# ---- lfsr_gen ----
lfsr_gen, clock wires, drivers and flops:
Bar = 20 um.
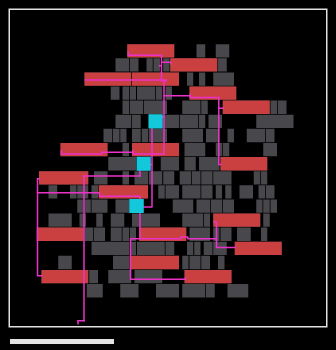

File: src/rtl/lfsr_gen.sv
// Fibonacci-style LFSR with loadable seed, zero-seed substitution and cycle-period measurement.
// The state shifts toward the MSB and the XOR of the tapped bits enters bit 0.
module lfsr_gen #(
    parameter int unsigned           WIDTH      = 4,
    parameter logic [WIDTH-1:0]      TAPS       = 4'b1100,
    parameter logic [WIDTH-1:0]      RESET_SEED = {{(WIDTH-1){1'b0}}, 1'b1}
) (
    input  logic             clkslow,
    input  logic             rst,
    input  logic             load,
    input  logic [WIDTH-1:0] seed,
    input  logic             en,
    output logic [WIDTH-1:0] q,
    output logic             bit_out,
    output logic             wrap,
    output logic [WIDTH-1:0] period,
    output logic             zero_fix
);

    logic [WIDTH-1:0] seed_reg;
    logic [WIDTH-1:0] step_cnt;
    logic             fb;
    logic [WIDTH-1:0] nxt;
    logic             seed_zero;
    logic [WIDTH-1:0] seed_fixed;

    assign fb         = ^(q & TAPS);
    assign nxt        = {q[WIDTH-2:0], fb};
    assign seed_zero  = (seed == '0);
    // An all-zero seed would lock the register up, so it is replaced by 1.
    assign seed_fixed = seed_zero ? {{(WIDTH-1){1'b0}}, 1'b1} : seed;
    assign bit_out    = q[WIDTH-1];

    always_ff @(posedge clkslow or posedge rst) begin
        if (rst) begin
            q        <= RESET_SEED;
            seed_reg <= RESET_SEED;
            step_cnt <= '0;
            period   <= '0;
            wrap     <= 1'b0;
            zero_fix <= 1'b0;
        end else begin
            wrap     <= 1'b0;
            zero_fix <= 1'b0;
            if (load) begin
                q        <= seed_fixed;
                seed_reg <= seed_fixed;
                step_cnt <= '0;
                zero_fix <= seed_zero;
            end else if (en) begin
                q <= nxt;
                // Returning to the seed closes a cycle; period counts the closing step too.
                if (nxt == seed_reg) begin
                    wrap     <= 1'b1;
                    period   <= step_cnt + 1'b1;
                    step_cnt <= '0;
                end else begin
                    step_cnt <= step_cnt + 1'b1;
                end
            end
        end
    end

endmodule
File: config.mk
export PLATFORM = sky130hd
export DESIGN_NAME = lfsr_gen
export DESIGN_NICKNAME = d
export VERILOG_FILES = /design/src/rtl/lfsr_gen.sv
export SDC_FILE = /design/constraint.sdc
export NUM_CORES = 1
export LEC_CHECK = 0
export ABC_AREA = 1
export CORE_MARGIN = 5
export CORE_UTILIZATION = 35
export CTS_CLUSTER_SIZE = 14
export DETAILED_ROUTE_END_ITERATION = 10
export PLACE_DENSITY = 0.62
export SKIP_LAST_GASP = 1
export SLEW_MARGIN = 10
export SYNTH_ARGS = -nofsm -noshare
export SYNTH_HDL_FRONTEND = slang
export SYNTH_SLANG_ARGS = --single-unit
File: constraint.sdc
create_clock -name clkslow -period 0.95 [get_ports clkslow]
set_input_delay 0.2375 -clock clkslow [delete_from_list [all_inputs] [get_ports clkslow]]
set_output_delay 0.2375 -clock clkslow [all_outputs]
set_load 0.01 [all_outputs]
# ---- snn_step_scheduler_flat ----
===== src/rtl/snn_step_scheduler_if.sv =====
// Event/phase bus between the timestep scheduler and the spiking network core.
interface snn_step_scheduler_if #(
  parameter int unsigned N_IN = 3
);
  localparam int unsigned IDW = (N_IN > 1) ? $clog2(N_IN) : 1;

  logic [N_IN-1:0] spike_in;
  logic            evt_valid;
  logic [IDW-1:0]  evt_id;
  logic            evt_ready;
  logic            leak_en;
  logic            fire_en;
  logic [7:0]      step_idx;
  logic            overrun;

  // Scheduler side
  modport master (
    input  spike_in,
    input  evt_ready,
    output evt_valid,
    output evt_id,
    output leak_en,
    output fire_en,
    output step_idx,
    output overrun
  );

  // Core / spike source side
  modport slave (
    output spike_in,
    output evt_ready,
    input  evt_valid,
    input  evt_id,
    input  leak_en,
    input  fire_en,
    input  step_idx,
    input  overrun
  );
endinterface


===== src/rtl/snn_step_scheduler.sv =====
// Timestep scheduler: latches input spikes per step, serializes them round-robin
// onto the shared accumulate datapath, then sequences leak and fire.
module snn_step_scheduler #(
  parameter int unsigned N_IN        = 3,
  parameter int unsigned STEP_CYCLES = 16
) (
  input  logic                clk,
  input  logic                rst,
  snn_step_scheduler_if.master bus
);
  localparam int unsigned IDW = (N_IN > 1) ? $clog2(N_IN) : 1;
  localparam int unsigned CW  = (STEP_CYCLES > 1) ? $clog2(STEP_CYCLES) : 1;
  localparam logic [CW-1:0]  CNT_LAST = CW'(STEP_CYCLES - 1);
  localparam logic [IDW-1:0] ID_LAST  = IDW'(N_IN - 1);

  localparam logic [1:0] S_COLLECT  = 2'd0;
  localparam logic [1:0] S_DISPATCH = 2'd1;
  localparam logic [1:0] S_LEAK     = 2'd2;
  localparam logic [1:0] S_FIRE     = 2'd3;

  logic [1:0]      state_q, state_d;
  logic [CW-1:0]   cnt_q, cnt_d;
  logic [N_IN-1:0] pending_q, pending_d;
  logic [N_IN-1:0] work_q, work_d;
  logic [IDW-1:0]  rr_q, rr_d;
  logic [7:0]      step_q, step_d;

  logic            boundary_c;
  logic            evt_valid_c;
  logic [IDW-1:0]  pick_id;
  logic            pick_found;
  int unsigned     pos;

  assign boundary_c  = (cnt_q == CNT_LAST);
  assign evt_valid_c = (state_q == S_DISPATCH) && (work_q != '0);

  // First set work bit at or above rr, wrapping modulo N_IN
  always_comb begin
    pick_id    = '0;
    pick_found = 1'b0;
    pos        = 0;
    for (int i = 0; i < int'(N_IN); i++) begin
      pos = int'(rr_q) + i;
      if (pos >= N_IN) pos = pos - N_IN;
      if (!pick_found && work_q[IDW'(pos)]) begin
        pick_found = 1'b1;
        pick_id    = IDW'(pos);
      end
    end
  end

  // Next-state and datapath update; spikes accumulate in every state
  always_comb begin
    state_d   = state_q;
    work_d    = work_q;
    rr_d      = rr_q;
    step_d    = step_q;
    pending_d = pending_q | bus.spike_in;
    cnt_d     = boundary_c ? '0 : cnt_q + CW'(1);
    case (state_q)
      S_COLLECT: begin
        if (boundary_c) begin
          work_d    = pending_q;
          pending_d = bus.spike_in;
          state_d   = S_DISPATCH;
        end
      end
      S_DISPATCH: begin
        if (work_q == '0) begin
          state_d = S_LEAK;
        end else if (bus.evt_ready) begin
          work_d[pick_id] = 1'b0;
          rr_d = (pick_id == ID_LAST) ? '0 : pick_id + IDW'(1);
          if (work_d == '0) state_d = S_LEAK;
        end
      end
      S_LEAK: begin
        state_d = S_FIRE;
      end
      S_FIRE: begin
        step_d  = step_q + 8'd1;
        state_d = S_COLLECT;
      end
      default: begin
        state_d = S_COLLECT;
      end
    endcase
  end

  // State and datapath registers with synchronous reset
  always_ff @(posedge clk) begin
    if (rst) begin
      state_q   <= S_COLLECT;
      cnt_q     <= '0;
      pending_q <= '0;
      work_q    <= '0;
      rr_q      <= '0;
      step_q    <= '0;
    end else begin
      state_q   <= state_d;
      cnt_q     <= cnt_d;
      pending_q <= pending_d;
      work_q    <= work_d;
      rr_q      <= rr_d;
      step_q    <= step_d;
    end
  end

  // Outputs decode registered state only, never evt_ready
  assign bus.evt_valid = evt_valid_c;
  assign bus.evt_id    = evt_valid_c ? pick_id : '0;
  assign bus.leak_en   = (state_q == S_LEAK);
  assign bus.fire_en   = (state_q == S_FIRE);
  assign bus.step_idx  = step_q;
  assign bus.overrun   = boundary_c && (state_q != S_COLLECT);

endmodule


===== src/flat_wrapper.sv =====
// flat-port wrapper written by rule: the top's interface ports become plain ports
module snn_step_scheduler_flat 
#(
  parameter int unsigned N_IN        = 3,
  parameter int unsigned STEP_CYCLES = 16
)
  (clk, rst, bus_spike_in, bus_evt_ready, bus_evt_valid, bus_evt_id, bus_leak_en, bus_fire_en, bus_step_idx, bus_overrun);
  snn_step_scheduler_if #(.N_IN(N_IN)) bus_i ();
  input  logic clk;
  input  logic rst;
  input wire logic [$bits(bus_i.spike_in)-1:0] bus_spike_in;
  input wire logic [$bits(bus_i.evt_ready)-1:0] bus_evt_ready;
  output wire logic [$bits(bus_i.evt_valid)-1:0] bus_evt_valid;
  output wire logic [$bits(bus_i.evt_id)-1:0] bus_evt_id;
  output wire logic [$bits(bus_i.leak_en)-1:0] bus_leak_en;
  output wire logic [$bits(bus_i.fire_en)-1:0] bus_fire_en;
  output wire logic [$bits(bus_i.step_idx)-1:0] bus_step_idx;
  output wire logic [$bits(bus_i.overrun)-1:0] bus_overrun;
  assign bus_i.spike_in = bus_spike_in;
  assign bus_i.evt_ready = bus_evt_ready;
  assign bus_evt_valid = bus_i.evt_valid;
  assign bus_evt_id = bus_i.evt_id;
  assign bus_leak_en = bus_i.leak_en;
  assign bus_fire_en = bus_i.fire_en;
  assign bus_step_idx = bus_i.step_idx;
  assign bus_overrun = bus_i.overrun;
  snn_step_scheduler #(.N_IN(N_IN), .STEP_CYCLES(STEP_CYCLES)) u_core (.clk(clk), .rst(rst), .bus(bus_i));
endmodule

===== config.mk =====
export PLATFORM = sky130hd
export DESIGN_NAME = snn_step_scheduler_flat
export DESIGN_NICKNAME = d
export VERILOG_FILES = /design/src/rtl/snn_step_scheduler_if.sv /design/src/rtl/snn_step_scheduler.sv /design/src/flat_wrapper.sv
export SDC_FILE = /design/constraint.sdc
export NUM_CORES = 1
export LEC_CHECK = 0
export CAP_MARGIN = 0
export CORE_UTILIZATION = 55
export CTS_CLUSTER_DIAMETER = 40
export DETAILED_ROUTE_END_ITERATION = 8
export GPL_ROUTABILITY_DRIVEN = 1
export MAX_ROUTING_LAYER = met4
export PLACE_DENSITY_LB_ADDON = 0.12
export SLEW_MARGIN = 20
export SYNTH_ARGS = -nofsm -noshare
export SYNTH_HDL_FRONTEND = slang
export SYNTH_SLANG_ARGS = --single-unit

===== constraint.sdc =====
create_clock -name clk -period 6.85 [get_ports clk]
set_input_delay 1.7125 -clock clk [delete_from_list [all_inputs] [get_ports clk]]
set_output_delay 1.7125 -clock clk [all_outputs]
set_load 0.005 [all_outputs]

lfsr_gen, placed cells, one colour a class:
Fill, decap, tap and diode cells in grey.
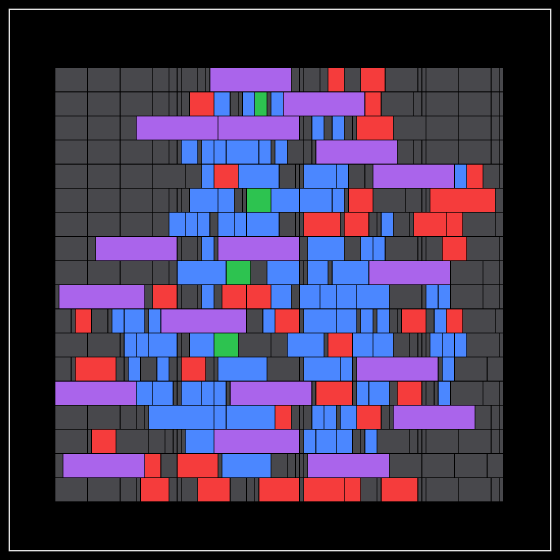
clock drivers and dummy loads -> green  # cells 4
remaining buffers and delay cells -> red  # cells 37
remaining logic cells -> blue  # cells 89
registers -> purple  # cells 18

## Picture notes: 'clock wires, drivers and flops' of lfsr_gen
clock-net drivers -> cyan  # count 3
clock wires -> magenta  # length 251 um
flip-flops -> red  # count 18
routed clock nets = 4

==> qor.txt, lfsr_gen <==
Static Leak = 0.743 nW
Simple share = 29.9%
Layout Cells excl Fill = 178
Worst Path Class, Setup = reg2reg
Chip area line of the yosys report = 907 um^2
Crit path time final = 1.24 ns
Core Util, Final = 55.3%
Setup-failing EPs final = 21
Slew Viols, Final = 0
Layout cell share with drive strength beyond 1 = 46.6%
Crit path max fanout = 5
Top post-synthesis cells by area = dfrtp_1, nand2_1, inv_1
Slowest stage cell, crit path = dfrtp_1
Latency at later pin = 0.29 ns
Post-CTS sizing = 69
Cell Area, Placed = 0.00124 mm^2
Final setup margin = -0.293 ns
TritonCTS Buffers = 3
Fmax = 0.805 GHz
Non-CTS buffers = 37
Clock network power share = 20.8%
Failing checks = setup timing
Number of diodes = 0
Outcome = finished, violations left
Postcts setup bufs = 5
Mapped Cells = 109
Well-Tap Cells = 30
Commonest Layout Cell = nand2_1
## lfsr_gen: worst min-delay path, stage by stage
cell and delay [ns]:
dlymetal6s2s_1 0.12, a21oi_2 0.09, o21ai_2 0.05
## lfsr_gen: per-stage QoR
step,setup WS (ns),power [mW]
6_report,-0.293,1.95
5_1_grt,-0.404,2.07
4_1_cts,-0.275,1.93
3_5_place_dp,-0.569,1.48
3_3_place_gp,-0.518,1.48
2_1_floorplan,-0.157,1.20
snn_step_scheduler_flat, register map, names as in the netlist:
Bar = 20 um. Other sequential cells in the stronger grey, the rest of the logic in the fainter grey.
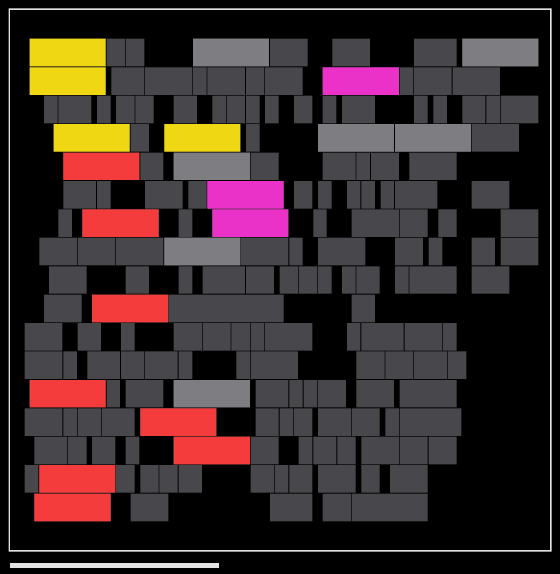
u_core.work_q -> magenta  # flops 3
u_core.bus.step_idx -> red  # flops 8
u_core.cnt_q -> yellow  # flops 4, where top left
not coloured = 7

==> qor.txt, snn_step_scheduler_flat <==
Combinational share of cell area = 51.6%
WP depth = 8
Initial antenna violation count = 0
Worst Hold Slack = 0.468 ns
Biggest Area Class = combinational gates
Multi-input gate area = 823 um^2
Ys cells = 161
Outcome = completed
Cell family with most CP delay = AND-OR/OR-AND gates
Critical R2R Capture = u_core.state_q[0]$_SDFFE_PP0P_
DRC viols = 0
Routed Antenna Nets = 0
Commonest Layout Cell = dfxtp_1
Setup TNS = 0 ns
Simple share = 20.6%
Syn_area_per_cell = 8.43 um^2
Port bufs = 19
Worst Setup SP = u_core.rr_q[1]$_SDFFE_PP0P_
Wire length of the first global-routing pass = 4810 um
Req. time, crit path = 5.14 ns
Clk cell area share = 3.30%
-- snn_step_scheduler_flat: cell families (layout without fill, tap and decap cells) --
kind of cell,count (synthesis),after routing
flip-flops,22,22
adder cells (fa/ha/maj),10,10
AND-OR/OR-AND,39,39
XOR/XNOR,6,6
buffers and inverters,22,37
AND/OR/NAND/NOR,56,56
multiplexers,6,6
-- snn_step_scheduler_flat: registers in the layout, summed over array words and instances, names as in the netlist --
signal / count
u_core.cnt_q: 4
u_core.work_q: 3
u_core.bus.step_idx: 8
u_core.rr_q: 2
u_core.state_q: 2
u_core.pending_q: 3

==> notes/layouts.md <==
Pictures saved along the way, in no particular order.

The clock network.
picture 1
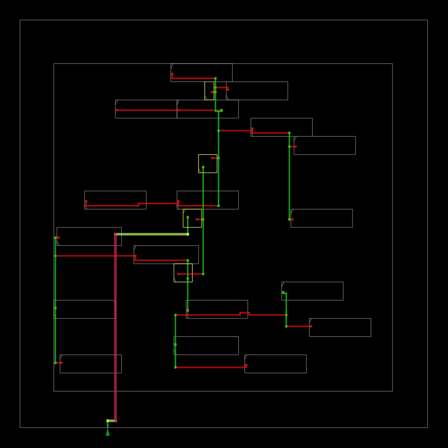
picture 2
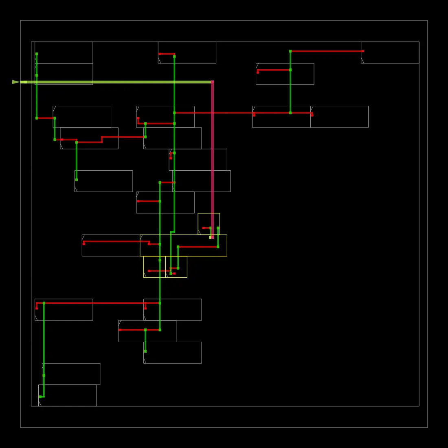
- picture 1 = lfsr_gen
- picture 2 = snn_step_scheduler_flat



## Gallery

Routed metal, one colour a layer.
Bar = 20 um. Two of the layers only.
shot_01.png
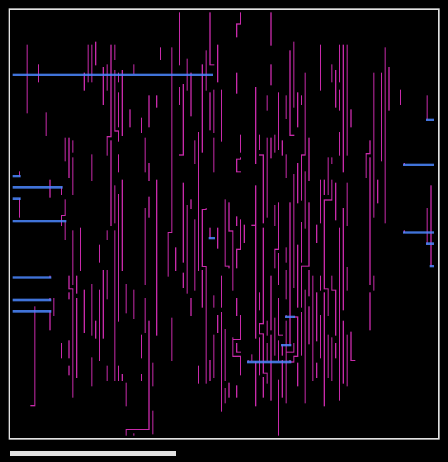
shot_02.png
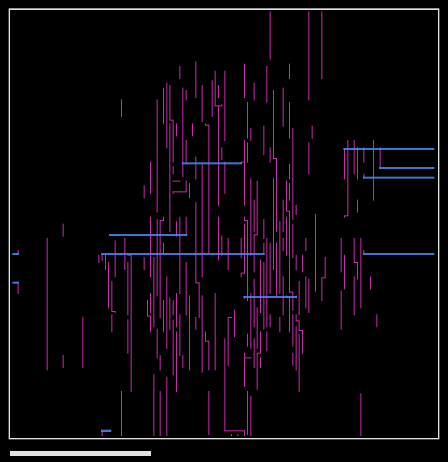
shot_02.png comes from lfsr_gen.
shot_01.png comes from snn_step_scheduler_flat.
Of these, most wire: shot_01.png

Key to shot_01.png:
M3 -> blue  # wire length 66.0 um
M2 -> magenta  # wire length 1270 um

Power figures rest on the tool's default switching activity, not on a simulated workload.
